# ag32gbd_quant

### Gate-type map, ag32gbd_quant

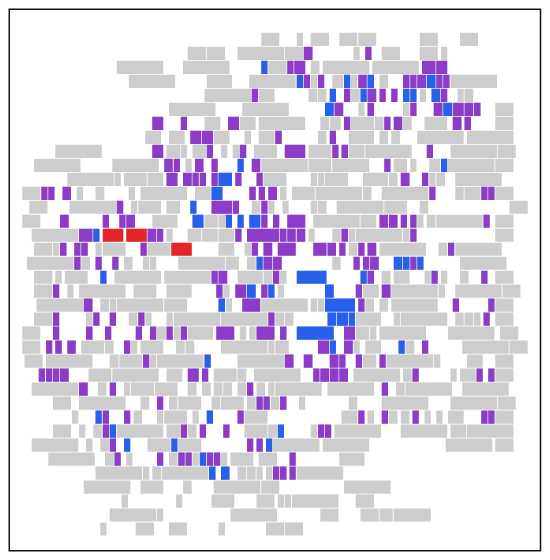

===== config.mk =====
export PLATFORM = sky130hd
export DESIGN_NAME = ag32gbd_quant
export DESIGN_NICKNAME = d
export VERILOG_FILES = /design/src/rtl/ag32gbd_quant.sv
export SDC_FILE = /design/constraint.sdc
export NUM_CORES = 1
export LEC_CHECK = 0
export ABC_AREA = 1
export CAP_MARGIN = 20
export CORE_AREA = 2 2 101 103
export CTS_CLUSTER_DIAMETER = 200
export DETAILED_ROUTE_END_ITERATION = 10
export DIE_AREA = 0 0 103 105
export PLACE_DENSITY = 0.76
export SLEW_MARGIN = 5
export SYNTH_ARGS = -nofsm -noshare
export SYNTH_HDL_FRONTEND = slang
export SYNTH_SLANG_ARGS = --single-unit

===== constraint.sdc =====
create_clock -name sys_clock -period 2.95 [get_ports sys_clock]
set_clock_uncertainty 0.2 [all_clocks]
set_input_delay 0.59 -clock sys_clock [delete_from_list [all_inputs] [get_ports sys_clock]]
set_output_delay 0.59 -clock sys_clock [all_outputs]
set_load 0.02 [all_outputs]

===== src/rtl/ag32gbd_quant.sv =====
// Quantiser: compares camera samples against a 4x4 threshold matrix held
// in BRAM and packs 2-bit pixels four to a byte into the active image buffer.
module ag32gbd_quant #(
  parameter logic [9:0] MAT_BASE = 10'h200,
  parameter int         ROWS     = 112
) (
  input  logic       sys_clock,
  input  logic       sys_reset,
  input  logic       Frame_Start,
  input  logic       Pix_Valid,
  input  logic [7:0] Pix_Data,
  output logic       Pix_Ready,
  output logic       RequestReadReg,
  output logic [9:0] RegReadAddr,
  input  logic [7:0] RegReadOutput,
  input  logic       RegReadDataReady,
  output logic       RequestWriteBuffer,
  output logic [9:0] BufferWriteOffset,
  output logic [7:0] BufferWriteData,
  input  logic       BufferWriteDataDone,
  output logic       FlipBuffer,
  output logic       BlockDone,
  output logic       FrameDone
);

  localparam int YW = $clog2(ROWS + 1);
  localparam logic [YW-1:0] YLAST = YW'(ROWS - 1);
  localparam logic [YW-1:0] YEND  = YW'(ROWS);

  typedef enum logic [2:0] {
    S_IDLE, S_RD_L, S_RD_M, S_RD_H, S_CMP, S_WR, S_FLIP
  } state_e;

  state_e          state_q;
  logic [6:0]      x_q;
  logic [YW-1:0]   y_q;
  logic [7:0]      samp_q, l_q, m_q, h_q, sh_q;
  logic            rdy_q, rreq_q, wreq_q, flip_q, fdone_q;
  logic [9:0]      raddr_q, woff_q;
  logic [7:0]      wdata_q;

  logic [1:0]      code_d;
  logic [7:0]      pack_d;
  logic [9:0]      lbase_d;
  logic [6:0]      x_d;

  // First matching rule wins, so non-monotonic thresholds still resolve.
  always_comb begin
    code_d = 2'b11;
    if (samp_q >= h_q)      code_d = 2'b00;
    else if (samp_q >= m_q) code_d = 2'b01;
    else if (samp_q >= l_q) code_d = 2'b10;
  end

  assign pack_d  = {sh_q[5:0], code_d};
  assign lbase_d = MAT_BASE + 10'(y_q[1:0]) * 10'd12
                 + 10'(x_q[1:0]) * 10'd3;
  assign x_d     = x_q + 7'd1;

  always_ff @(posedge sys_clock or posedge sys_reset) begin
    if (sys_reset) begin
      state_q <= S_IDLE;
      x_q     <= '0;
      y_q     <= '0;
      samp_q  <= '0;
      l_q     <= '0;
      m_q     <= '0;
      h_q     <= '0;
      sh_q    <= '0;
      rdy_q   <= 1'b0;
      rreq_q  <= 1'b0;
      wreq_q  <= 1'b0;
      flip_q  <= 1'b0;
      fdone_q <= 1'b0;
      raddr_q <= '0;
      woff_q  <= '0;
      wdata_q <= '0;
    end else begin
      rdy_q   <= 1'b0;
      flip_q  <= 1'b0;
      fdone_q <= 1'b0;
      if (Frame_Start) begin
        state_q <= S_IDLE;
        x_q     <= '0;
        y_q     <= '0;
        samp_q  <= '0;
        l_q     <= '0;
        m_q     <= '0;
        h_q     <= '0;
        sh_q    <= '0;
        rreq_q  <= 1'b0;
        wreq_q  <= 1'b0;
      end else begin
        unique case (state_q)
          S_IDLE: if (Pix_Valid) begin
            samp_q  <= Pix_Data;
            rdy_q   <= 1'b1;
            rreq_q  <= 1'b1;
            raddr_q <= lbase_d;
            state_q <= S_RD_L;
          end
          S_RD_L: if (RegReadDataReady) begin
            l_q     <= RegReadOutput;
            raddr_q <= raddr_q + 10'd1;
            state_q <= S_RD_M;
          end
          S_RD_M: if (RegReadDataReady) begin
            m_q     <= RegReadOutput;
            raddr_q <= raddr_q + 10'd1;
            state_q <= S_RD_H;
          end
          S_RD_H: if (RegReadDataReady) begin
            h_q     <= RegReadOutput;
            rreq_q  <= 1'b0;
            state_q <= S_CMP;
          end
          S_CMP: begin
            sh_q <= pack_d;
            if (x_q[1:0] == 2'd3) begin
              wreq_q  <= 1'b1;
              woff_q  <= {2'b00, y_q[2:0], x_q[6:2]};
              wdata_q <= pack_d;
              state_q <= S_WR;
            end else begin
              x_q     <= x_d;
              state_q <= S_IDLE;
            end
          end
          S_WR: if (BufferWriteDataDone) begin
            wreq_q  <= 1'b0;
            x_q     <= x_d;
            state_q <= S_IDLE;
            if (x_q == 7'd127) begin
              y_q <= y_q + 1'b1;
              if (y_q[2:0] == 3'd7) begin
                flip_q  <= 1'b1;
                fdone_q <= (y_q == YLAST);
                state_q <= S_FLIP;
              end
            end
          end
          S_FLIP: begin
            if (y_q == YEND) y_q <= '0;
            state_q <= S_IDLE;
          end
          default: state_q <= S_IDLE;
        endcase
      end
    end
  end

  assign Pix_Ready          = rdy_q;
  assign RequestReadReg     = rreq_q;
  assign RegReadAddr        = raddr_q;
  assign RequestWriteBuffer = wreq_q;
  assign BufferWriteOffset  = woff_q;
  assign BufferWriteData    = wdata_q;
  assign FlipBuffer         = flip_q;
  assign BlockDone          = flip_q;
  assign FrameDone          = fdone_q;

endmodule


# frame_write_sequencer

`src/rtl/frame_write_sequencer.sv`:
```
`timescale 1ns/1ps
// -----------------------------------------------------------------------------
// frame_write_sequencer
//
// Accepts a stream of colour bytes (R, G, B per pixel) and writes each byte to
// a frame buffer with its line address, pixel address and colour phase.
// One frame is PIXELS x LINES pixels, i.e. 3*PIXELS*LINES byte transfers.
//
// State table:
//   state   | meaning
//   IDLE    | waiting for Start; counters cleared when Start is seen
//   RED     | ready for the red byte of the current pixel
//   GREEN   | ready for the green byte of the current pixel
//   BLUE    | ready for the blue byte; advances pixel/line counters
//   DONE    | one cycle, FrameDone pulses together with the final strobe
//
// Ports:
//   Clock             rising-edge clock for all state
//   Reset             synchronous, active-high reset
//   Start             one-cycle frame request, only looked at in IDLE
//   DataIn[7:0]       colour byte from the source
//   DataValid         DataIn valid this cycle
//   DataReady         sequencer accepts DataIn this cycle (RED/GREEN/BLUE)
//   FrameOut[7:0]     registered byte to the frame buffer
//   LineOut[3:0]      registered line address of FrameOut
//   PxOut[3:0]        registered pixel address of FrameOut
//   ColorPhase[1:0]   registered colour of FrameOut: 01 R, 10 G, 11 B
//   WriteStrobe       one-cycle write enable, the cycle after each transfer
//   FrameBufferEnable bank select for the frame buffer
//   Busy              high in every state but IDLE
//   FrameDone         one-cycle pulse at frame completion
//
// Build option:
//   FRAME_SEQ_BANK_SWAP_EN  when defined, FrameBufferEnable toggles on each
//                           DONE->IDLE transition so successive frames land in
//                           alternating banks; otherwise it is tied to 0.
// -----------------------------------------------------------------------------
module frame_write_sequencer #(
    parameter int PIXELS = 10,
    parameter int LINES  = 10
) (
    input  logic       Clock,
    input  logic       Reset,
    input  logic       Start,
    input  logic [7:0] DataIn,
    input  logic       DataValid,
    output logic       DataReady,
    output logic [7:0] FrameOut,
    output logic [3:0] LineOut,
    output logic [3:0] PxOut,
    output logic [1:0] ColorPhase,
    output logic       WriteStrobe,
    output logic       FrameBufferEnable,
    output logic       Busy,
    output logic       FrameDone
);

    typedef enum logic [2:0] {
        S_IDLE  = 3'd0,
        S_RED   = 3'd1,
        S_GREEN = 3'd2,
        S_BLUE  = 3'd3,
        S_DONE  = 3'd4
    } state_t;

    localparam logic [3:0] LAST_PX   = 4'(PIXELS - 1);
    localparam logic [3:0] LAST_LINE = 4'(LINES - 1);

    state_t     state_q, state_d;
    logic [3:0] px_q, px_d;
    logic [3:0] line_q, line_d;
    logic [7:0] frame_out_q, frame_out_d;
    logic [3:0] line_out_q, line_out_d;
    logic [3:0] px_out_q, px_out_d;
    logic [1:0] color_q, color_d;
    logic       strobe_q, strobe_d;
    logic       done_q, done_d;
    logic       bank_q, bank_d;

    logic       ready;
    logic       xfer;
    logic [1:0] cur_color;

    always_comb begin
        ready     = 1'b0;
        cur_color = 2'b00;
        case (state_q)
            S_RED:   begin ready = 1'b1; cur_color = 2'b01; end
            S_GREEN: begin ready = 1'b1; cur_color = 2'b10; end
            S_BLUE:  begin ready = 1'b1; cur_color = 2'b11; end
            default: begin ready = 1'b0; cur_color = 2'b00; end
        endcase
    end

    assign xfer = DataValid & ready;

    always_comb begin
        state_d     = state_q;
        px_d        = px_q;
        line_d      = line_q;
        frame_out_d = frame_out_q;
        line_out_d  = line_out_q;
        px_out_d    = px_out_q;
        color_d     = color_q;
        strobe_d    = 1'b0;
        done_d      = 1'b0;

        case (state_q)
            S_IDLE: begin
                if (Start) begin
                    state_d = S_RED;
                    px_d    = 4'd0;
                    line_d  = 4'd0;
                end
            end
            S_RED: begin
                if (xfer) state_d = S_GREEN;
            end
            S_GREEN: begin
                if (xfer) state_d = S_BLUE;
            end
            S_BLUE: begin
                if (xfer) begin
                    if (px_q == LAST_PX) begin
                        px_d = 4'd0;
                        if (line_q == LAST_LINE) begin
                            // Final byte of the frame: FrameDone lines up
                            // with the strobe carrying this byte.
                            state_d = S_DONE;
                            done_d  = 1'b1;
                        end else begin
                            line_d  = line_q + 4'd1;
                            state_d = S_RED;
                        end
                    end else begin
                        px_d    = px_q + 4'd1;
                        state_d = S_RED;
                    end
                end
            end
            S_DONE: begin
                state_d = S_IDLE;
            end
            default: begin
                state_d = S_IDLE;
            end
        endcase

        // Address/colour captured from the transfer cycle, presented one
        // cycle later alongside the strobe; held otherwise.
        if (xfer) begin
            frame_out_d = DataIn;
            line_out_d  = line_q;
            px_out_d    = px_q;
            color_d     = cur_color;
            strobe_d    = 1'b1;
        end

`ifdef FRAME_SEQ_BANK_SWAP_EN
        bank_d = (state_q == S_DONE) ? ~bank_q : bank_q;
`else
        bank_d = 1'b0;
`endif
    end

    always_ff @(posedge Clock) begin
        if (Reset) begin
            state_q     <= S_IDLE;
            px_q        <= 4'd0;
            line_q      <= 4'd0;
            frame_out_q <= 8'd0;
            line_out_q  <= 4'd0;
            px_out_q    <= 4'd0;
            color_q     <= 2'b00;
            strobe_q    <= 1'b0;
            done_q      <= 1'b0;
            bank_q      <= 1'b0;
        end else begin
            state_q     <= state_d;
            px_q        <= px_d;
            line_q      <= line_d;
            frame_out_q <= frame_out_d;
            line_out_q  <= line_out_d;
            px_out_q    <= px_out_d;
            color_q     <= color_d;
            strobe_q    <= strobe_d;
            done_q      <= done_d;
            bank_q      <= bank_d;
        end
    end

    assign DataReady         = ready;
    assign Busy              = (state_q != S_IDLE);
    assign FrameOut          = frame_out_q;
    assign LineOut           = line_out_q;
    assign PxOut             = px_out_q;
    assign ColorPhase        = color_q;
    assign WriteStrobe       = strobe_q;
    assign FrameDone         = done_q;
    assign FrameBufferEnable = bank_q;

endmodule

```
`config.mk`:
```
export PLATFORM = sky130hd
export DESIGN_NAME = frame_write_sequencer
export DESIGN_NICKNAME = d
export VERILOG_FILES = /design/src/rtl/frame_write_sequencer.sv
export SDC_FILE = /design/constraint.sdc
export NUM_CORES = 1
export LEC_CHECK = 0
export CORE_UTILIZATION = 30
export CTS_CLUSTER_SIZE = 28
export DETAILED_ROUTE_END_ITERATION = 10
export PLACE_DENSITY = 0.52
export SYNTH_ARGS = -nofsm -noshare
export SYNTH_HDL_FRONTEND = slang
export SYNTH_SLANG_ARGS = --single-unit
```
`constraint.sdc`:
```
create_clock -name Clock -period 2.15 [get_ports Clock]
set_input_delay 0.215 -clock Clock [delete_from_list [all_inputs] [get_ports Clock]]
set_output_delay 0.215 -clock Clock [all_outputs]
set_load 0.02 [all_outputs]
```
### M1 wires, ag32gbd_quant

Supply wires on this layer in gray.
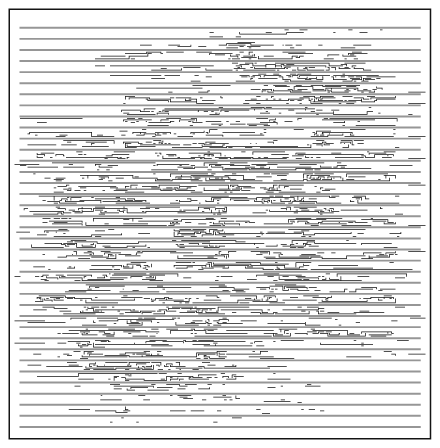
- nets with wire on the layer: 647
- share of all routed wire: 47%
- main direction: horizontal

### The metal 2 layer, ag32gbd_quant

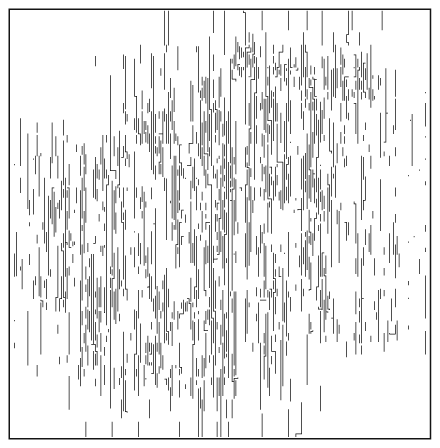
- longest straight run: 52.9 um
- wire length on this layer: 5130 um

Notes on 'Gate-type map' of ag32gbd_quant above:
- blue: nor cells (cells 51)
- purple: nand cells (cells 214)
- red: mux cells (cells 3)

==> qor.txt, ag32gbd_quant <==
Outcome -> completed
# Cells Yosys -> 595
Die height -> 105 um
Hold path depth -> 2
Final instance area -> 5700 um2
OpenROAD warnings -> 28
Area grow syn2layout -> 16.6%
Clock Power -> 777 uW
Clock transition at path regs -> 0.09 ns
Uppermost routed layer -> met4
WP depth -> 8
Latest clock arrival within the worst-skew pair -> 0.36 ns
Met3 wire length -> 309 um
DP Worst Slack -> 0.488 ns
NumNets Final -> 704
Top Usage Layer GRT -> met2
FF-to-FF Start -> x_q[1]
Die W -> 103 um
Non-Clock Inverter Count -> 88
# clk buffers -> 9
Post-synth ARST share -> 100%
Gr usage total -> 21.0%
### Gate-type map, frame_write_sequencer

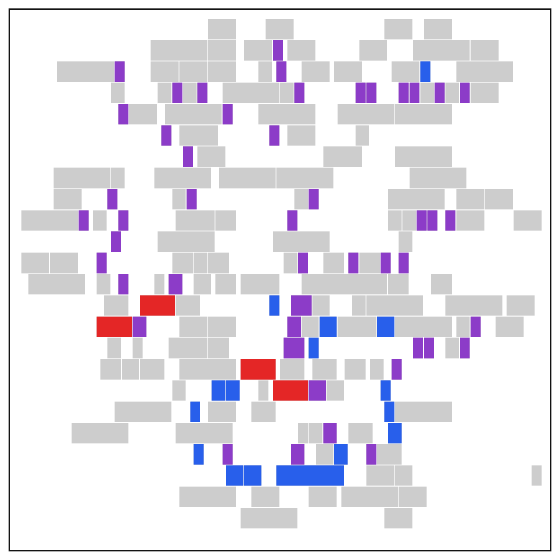
- purple: nand cells (cells 48)
- blue: nor cells (cells 16)
- red: fa/ha/maj cells (cells 4)

==> qor.txt, frame_write_sequencer <==
Hold Crit Class -> reg -> reg
Combinational share of power -> 13.4%
DP Worst Slack -> 0.185 ns
Comb/total area -> 36.0%
Top Usage Layer GRT -> met2
Drt first-iter violations -> 70
WL met1 -> 1.47 mm
Crit-path max cell delay -> 0.61 ns
Switch share -> 24.2%
Switching power -> 337 uW
Ratio of cells with drive above 1 in the final layout -> 8.08%
WS Path Type -> reg -> out
Final hold slack -> 0.453 ns
Area leader share -> 46.0%
Finished Core Util -> 42.3%
Sequential cell area share -> 33.7%
Outcome -> completed
Post-synth ARST share -> 0%

==> screenshots <==
Clock routing.
Plate I
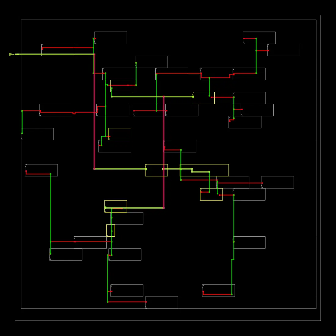
Plate II
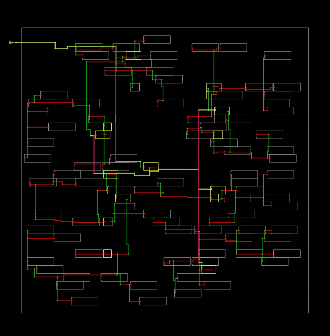
- Plate II = ag32gbd_quant
- Plate I = frame_write_sequencer
Of these, most sequential cells: Plate II


# hazard_ctrl_flat

### M1 wires, hazard_ctrl_flat

Supply wires on this layer in gray.
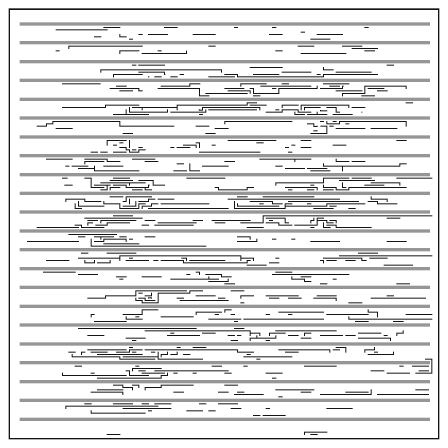
### The metal 2 layer, hazard_ctrl_flat

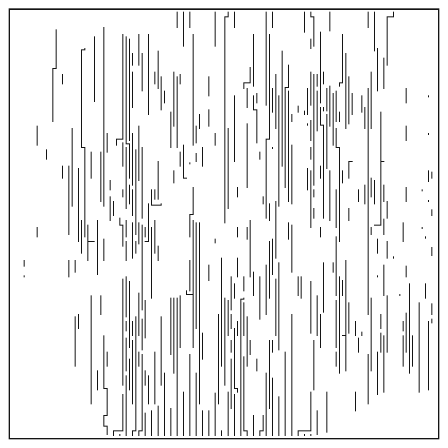
### Metal 3, hazard_ctrl_flat

The bar under the picture is 20 um long. Cells faint in the background.
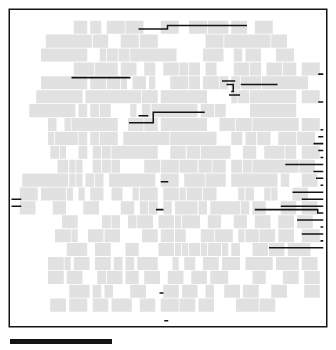
--- src/rtl/hazard_pkg.sv ---
// hazard_pkg: FSM state, forwarding select codes and register
// constants shared by the hazard controller and its sub-modules.
package hazard_pkg;

  typedef enum logic [1:0] {
    RUN     = 2'd0,
    MEMWAIT = 2'd1,
    MEMERR  = 2'd2
  } state_t;

  localparam logic [1:0] FWD_RD = 2'b00;
  localparam logic [1:0] FWD_W  = 2'b01;
  localparam logic [1:0] FWD_M  = 2'b10;

  localparam logic [3:0] REG_PC = 4'd15;

endpackage

--- src/rtl/hazard_ctrl_if.sv ---
// hazard_ctrl_if: pipeline <-> hazard unit bundle. slave = hazard unit
// (takes reg ids/stage flags, drives fwd/stall/flush/status); master = pipeline.
interface hazard_ctrl_if #(
  parameter int CNT_W = 16
) ();

  logic [3:0]       RA1D, RA2D, RA1E, RA2E;
  logic [3:0]       WA3E, WA3M, WA3W;
  logic             RegWriteM, RegWriteW;
  logic             MemtoRegE;
  logic             PCSrcD, PCSrcE, PCSrcM, PCSrcW;
  logic             BranchTakenE;
  logic             MemReqM, MemAckM;
  logic [1:0]       ForwardAE, ForwardBE;
  logic             StallF, StallD, StallE, StallM;
  logic             FlushD, FlushE, FlushW;
  logic             MemErr;
  logic [CNT_W-1:0] StallCnt;

  modport slave (
    input  RA1D, RA2D, RA1E, RA2E,
    input  WA3E, WA3M, WA3W,
    input  RegWriteM, RegWriteW, MemtoRegE,
    input  PCSrcD, PCSrcE, PCSrcM, PCSrcW,
    input  BranchTakenE, MemReqM, MemAckM,
    output ForwardAE, ForwardBE,
    output StallF, StallD, StallE, StallM,
    output FlushD, FlushE, FlushW,
    output MemErr, StallCnt
  );

  modport master (
    output RA1D, RA2D, RA1E, RA2E,
    output WA3E, WA3M, WA3W,
    output RegWriteM, RegWriteW, MemtoRegE,
    output PCSrcD, PCSrcE, PCSrcM, PCSrcW,
    output BranchTakenE, MemReqM, MemAckM,
    input  ForwardAE, ForwardBE,
    input  StallF, StallD, StallE, StallM,
    input  FlushD, FlushE, FlushW,
    input  MemErr, StallCnt
  );

endinterface

--- src/rtl/hazard_ctrl_fwd_sel.sv ---
// fwd_sel: operand forwarding select for one Execute source register.
// Ports: i_ra, i_wa3m/w, i_regwrite_m/w in; o_fwd (FWD_RD/W/M) out.
module fwd_sel
  import hazard_pkg::*;
(
  input  logic [3:0] i_ra,
  input  logic [3:0] i_wa3m,
  input  logic [3:0] i_wa3w,
  input  logic       i_regwrite_m,
  input  logic       i_regwrite_w,
  output logic [1:0] o_fwd
);

  logic w_hit_m;
  logic w_hit_w;

  // W hit is masked by M hit so the decode below is one-hot.
  assign w_hit_m = i_regwrite_m & (i_ra == i_wa3m)
                 & (i_ra != REG_PC);
  assign w_hit_w = i_regwrite_w & (i_ra == i_wa3w)
                 & (i_ra != REG_PC) & ~w_hit_m;

  always_comb begin
    o_fwd = FWD_RD;
    unique case (1'b1)
      w_hit_m: o_fwd = FWD_M;
      w_hit_w: o_fwd = FWD_W;
      default: o_fwd = FWD_RD;
    endcase
  end

endmodule

--- src/rtl/hazard_ctrl.sv ---
// hazard_ctrl: stall/flush/forward control, memory-wait FSM with timeout.
// Ports: CLK, RST_N (async low), hz (hazard_ctrl_if.slave).
module hazard_ctrl
  import hazard_pkg::*;
#(
  parameter int MEM_TIMEOUT = 16,
  parameter int CNT_W       = 16
) (
  input  logic        CLK,
  input  logic        RST_N,
  hazard_ctrl_if.slave hz
);

  localparam int TW = $clog2(MEM_TIMEOUT);
  localparam logic [TW-1:0] WAIT_LAST = TW'(MEM_TIMEOUT - 1);

  state_t           r_state, w_state_nxt;
  logic [TW-1:0]    r_wait, w_wait_nxt;
  logic [CNT_W-1:0] r_stall_cnt;

  logic [1:0] w_fwd_a, w_fwd_b;
  logic       w_ldr, w_pc_pend, w_mem_stall, w_hold;
  logic       w_stall_f, w_stall_d, w_stall_e, w_stall_m;
  logic       w_flush_d, w_flush_e, w_flush_w;
  logic [1:0] w_fa, w_fb;

  fwd_sel u_fwd_a (
    .i_ra         (hz.RA1E),
    .i_wa3m       (hz.WA3M),
    .i_wa3w       (hz.WA3W),
    .i_regwrite_m (hz.RegWriteM),
    .i_regwrite_w (hz.RegWriteW),
    .o_fwd        (w_fwd_a)
  );

  fwd_sel u_fwd_b (
    .i_ra         (hz.RA2E),
    .i_wa3m       (hz.WA3M),
    .i_wa3w       (hz.WA3W),
    .i_regwrite_m (hz.RegWriteM),
    .i_regwrite_w (hz.RegWriteW),
    .o_fwd        (w_fwd_b)
  );

  assign w_ldr = hz.MemtoRegE
               & ((hz.WA3E == hz.RA1D) | (hz.WA3E == hz.RA2D));
  assign w_pc_pend   = hz.PCSrcD | hz.PCSrcE | hz.PCSrcM;
  assign w_mem_stall = hz.MemReqM & ~hz.MemAckM;

  // Freeze whole pipe while memory is outstanding or after timeout.
  assign w_hold = RST_N & ((r_state == MEMERR) | w_mem_stall);

  always_ff @(posedge CLK or negedge RST_N) begin
    if (!RST_N) begin
      r_state <= RUN;
      r_wait  <= '0;
    end else begin
      r_state <= w_state_nxt;
      r_wait  <= w_wait_nxt;
    end
  end

  always_comb begin
    w_state_nxt = r_state;
    w_wait_nxt  = r_wait;
    unique case (r_state)
      RUN: begin
        if (w_mem_stall) begin
          w_state_nxt = MEMWAIT;
          w_wait_nxt  = '0;
        end
      end
      MEMWAIT: begin
        // Ack wins over a timeout landing in the same cycle.
        if (hz.MemAckM) begin
          w_state_nxt = RUN;
          w_wait_nxt  = '0;
        end else if (r_wait == WAIT_LAST) begin
          w_state_nxt = MEMERR;
        end else begin
          w_wait_nxt = r_wait + TW'(1);
        end
      end
      MEMERR:  w_state_nxt = MEMERR;
      default: w_state_nxt = RUN;
    endcase
  end

  always_comb begin
    w_stall_f = w_ldr | w_pc_pend;
    w_stall_d = w_ldr;
    w_stall_e = 1'b0;
    w_stall_m = 1'b0;
    w_flush_d = w_pc_pend | hz.PCSrcW | hz.BranchTakenE;
    w_flush_e = w_ldr | hz.BranchTakenE;
    w_flush_w = 1'b0;
    w_fa      = w_fwd_a;
    w_fb      = w_fwd_b;
    unique case (1'b1)
      !RST_N: begin
        // Drain to bubbles while reset is held.
        w_stall_f = 1'b0;
        w_stall_d = 1'b0;
        w_flush_d = 1'b1;
        w_flush_e = 1'b1;
        w_flush_w = 1'b1;
        w_fa      = FWD_RD;
        w_fb      = FWD_RD;
      end
      w_hold: begin
        w_stall_f = 1'b1;
        w_stall_d = 1'b1;
        w_stall_e = 1'b1;
        w_stall_m = 1'b1;
        w_flush_d = 1'b0;
        w_flush_e = 1'b0;
        w_flush_w = 1'b1;
      end
      default: ;
    endcase
  end

  always_ff @(posedge CLK or negedge RST_N) begin
    if (!RST_N) begin
      r_stall_cnt <= '0;
    end else if (w_stall_f && (r_stall_cnt != {CNT_W{1'b1}})) begin
      r_stall_cnt <= r_stall_cnt + CNT_W'(1);
    end
  end

  assign hz.ForwardAE = w_fa;
  assign hz.ForwardBE = w_fb;
  assign hz.StallF    = w_stall_f;
  assign hz.StallD    = w_stall_d;
  assign hz.StallE    = w_stall_e;
  assign hz.StallM    = w_stall_m;
  assign hz.FlushD    = w_flush_d;
  assign hz.FlushE    = w_flush_e;
  assign hz.FlushW    = w_flush_w;
  assign hz.MemErr    = (r_state == MEMERR);
  assign hz.StallCnt  = r_stall_cnt;

endmodule

--- src/flat_wrapper.sv ---
// flat-port wrapper written by rule: the top's interface ports become plain ports
module hazard_ctrl_flat import hazard_pkg::*;
#(
  parameter int MEM_TIMEOUT = 16,
  parameter int CNT_W       = 16
)
  (CLK, RST_N, hz_RA1D, hz_RA2D, hz_RA1E, hz_RA2E, hz_WA3E, hz_WA3M, hz_WA3W, hz_RegWriteM, hz_RegWriteW, hz_MemtoRegE, hz_PCSrcD, hz_PCSrcE, hz_PCSrcM, hz_PCSrcW, hz_BranchTakenE, hz_MemReqM, hz_MemAckM, hz_ForwardAE, hz_ForwardBE, hz_StallF, hz_StallD, hz_StallE, hz_StallM, hz_FlushD, hz_FlushE, hz_FlushW, hz_MemErr, hz_StallCnt);
  hazard_ctrl_if #(.CNT_W(CNT_W)) hz_i ();
  input  logic CLK;
  input  logic RST_N;
  input wire logic [$bits(hz_i.RA1D)-1:0] hz_RA1D;
  input wire logic [$bits(hz_i.RA2D)-1:0] hz_RA2D;
  input wire logic [$bits(hz_i.RA1E)-1:0] hz_RA1E;
  input wire logic [$bits(hz_i.RA2E)-1:0] hz_RA2E;
  input wire logic [$bits(hz_i.WA3E)-1:0] hz_WA3E;
  input wire logic [$bits(hz_i.WA3M)-1:0] hz_WA3M;
  input wire logic [$bits(hz_i.WA3W)-1:0] hz_WA3W;
  input wire logic [$bits(hz_i.RegWriteM)-1:0] hz_RegWriteM;
  input wire logic [$bits(hz_i.RegWriteW)-1:0] hz_RegWriteW;
  input wire logic [$bits(hz_i.MemtoRegE)-1:0] hz_MemtoRegE;
  input wire logic [$bits(hz_i.PCSrcD)-1:0] hz_PCSrcD;
  input wire logic [$bits(hz_i.PCSrcE)-1:0] hz_PCSrcE;
  input wire logic [$bits(hz_i.PCSrcM)-1:0] hz_PCSrcM;
  input wire logic [$bits(hz_i.PCSrcW)-1:0] hz_PCSrcW;
  input wire logic [$bits(hz_i.BranchTakenE)-1:0] hz_BranchTakenE;
  input wire logic [$bits(hz_i.MemReqM)-1:0] hz_MemReqM;
  input wire logic [$bits(hz_i.MemAckM)-1:0] hz_MemAckM;
  output wire logic [$bits(hz_i.ForwardAE)-1:0] hz_ForwardAE;
  output wire logic [$bits(hz_i.ForwardBE)-1:0] hz_ForwardBE;
  output wire logic [$bits(hz_i.StallF)-1:0] hz_StallF;
  output wire logic [$bits(hz_i.StallD)-1:0] hz_StallD;
  output wire logic [$bits(hz_i.StallE)-1:0] hz_StallE;
  output wire logic [$bits(hz_i.StallM)-1:0] hz_StallM;
  output wire logic [$bits(hz_i.FlushD)-1:0] hz_FlushD;
  output wire logic [$bits(hz_i.FlushE)-1:0] hz_FlushE;
  output wire logic [$bits(hz_i.FlushW)-1:0] hz_FlushW;
  output wire logic [$bits(hz_i.MemErr)-1:0] hz_MemErr;
  output wire logic [$bits(hz_i.StallCnt)-1:0] hz_StallCnt;
  assign hz_i.RA1D = hz_RA1D;
  assign hz_i.RA2D = hz_RA2D;
  assign hz_i.RA1E = hz_RA1E;
  assign hz_i.RA2E = hz_RA2E;
  assign hz_i.WA3E = hz_WA3E;
  assign hz_i.WA3M = hz_WA3M;
  assign hz_i.WA3W = hz_WA3W;
  assign hz_i.RegWriteM = hz_RegWriteM;
  assign hz_i.RegWriteW = hz_RegWriteW;
  assign hz_i.MemtoRegE = hz_MemtoRegE;
  assign hz_i.PCSrcD = hz_PCSrcD;
  assign hz_i.PCSrcE = hz_PCSrcE;
  assign hz_i.PCSrcM = hz_PCSrcM;
  assign hz_i.PCSrcW = hz_PCSrcW;
  assign hz_i.BranchTakenE = hz_BranchTakenE;
  assign hz_i.MemReqM = hz_MemReqM;
  assign hz_i.MemAckM = hz_MemAckM;
  assign hz_ForwardAE = hz_i.ForwardAE;
  assign hz_ForwardBE = hz_i.ForwardBE;
  assign hz_StallF = hz_i.StallF;
  assign hz_StallD = hz_i.StallD;
  assign hz_StallE = hz_i.StallE;
  assign hz_StallM = hz_i.StallM;
  assign hz_FlushD = hz_i.FlushD;
  assign hz_FlushE = hz_i.FlushE;
  assign hz_FlushW = hz_i.FlushW;
  assign hz_MemErr = hz_i.MemErr;
  assign hz_StallCnt = hz_i.StallCnt;
  hazard_ctrl #(.MEM_TIMEOUT(MEM_TIMEOUT), .CNT_W(CNT_W)) u_core (.CLK(CLK), .RST_N(RST_N), .hz(hz_i));
endmodule
--- config.mk ---
export PLATFORM = sky130hd
export DESIGN_NAME = hazard_ctrl_flat
export DESIGN_NICKNAME = d
export VERILOG_FILES = /design/src/rtl/hazard_pkg.sv /design/src/rtl/hazard_ctrl_if.sv /design/src/rtl/hazard_ctrl_fwd_sel.sv /design/src/rtl/hazard_ctrl.sv /design/src/flat_wrapper.sv
export SDC_FILE = /design/constraint.sdc
export NUM_CORES = 1
export LEC_CHECK = 0
export ABC_AREA = 0
export ABC_CLOCK_PERIOD_IN_PS = 2600
export CAP_MARGIN = 20
export CORE_UTILIZATION = 41
export CTS_CLUSTER_SIZE = 12
export DETAILED_ROUTE_END_ITERATION = 10
export PLACE_DENSITY = 0.8
export SLEW_MARGIN = 20
export SYNTH_ARGS = -nofsm -noshare
export SYNTH_HDL_FRONTEND = slang
export SYNTH_SLANG_ARGS = --single-unit
--- constraint.sdc ---
create_clock -name CLK -period 2.6 [get_ports CLK]
set_input_delay 0.65 -clock CLK [delete_from_list [all_inputs] [get_ports CLK]]
set_output_delay 0.65 -clock CLK [all_outputs]
set_load 0.005 [all_outputs]
==> qor.txt <==
Worst EP required -> 1.95 ns
Internal power -> 782 uW
FF-to-FF path depth -> 7
Uppermost routed layer -> met4
Synth warn -> 0
Global route overflow -> 0
RR Endpoint -> u_core.hz.StallCnt[1]
Slew Limit Headroom -> 79.8%
Area leader share -> 37.5%
Top Usage Layer GRT -> met2
Startpoint Class -> input pin
Commonest flop -> dfrtp_1
# Taps -> 46
Seq cells -> 22
Clk_skew -> 0.0104 ns
Outcome -> completed
CP Cell Sequence -> clkdlybuf4s50_1 -> or3_4 -> o21ai_1 -> nand2_4 -> buf_6
Post-synth ARST share -> 100%
Combinational share of power -> 33.4%
WL met1 -> 1.62 mm
Post-route insts no fill -> 296
DR pass1 iterations -> 4
Hold buffer count at cts -> 0
Hold Crit Class -> in -> async
Final HPWL from detailed placement -> 3.05 mm
Area-dominant cell class after layout -> multi-input combinational cells
Max-Cap Viols -> 0
## Picture notes: 'M1 wires' of hazard_ctrl_flat
- wire length on this layer: 1630 um
- share of all routed wire: 44%

## Picture notes: 'The metal 2 layer' of hazard_ctrl_flat
- wire length on this layer: 1900 um
- longest straight run: 32.6 um

## Picture notes: 'Metal 3' of hazard_ctrl_flat
- wire length on this layer: 137 um
- share of all routed wire: 3.7%
- nets with wire on the layer: 30
- longest straight run: 15.4 um


Power is estimated from default activity; no workload was simulated.
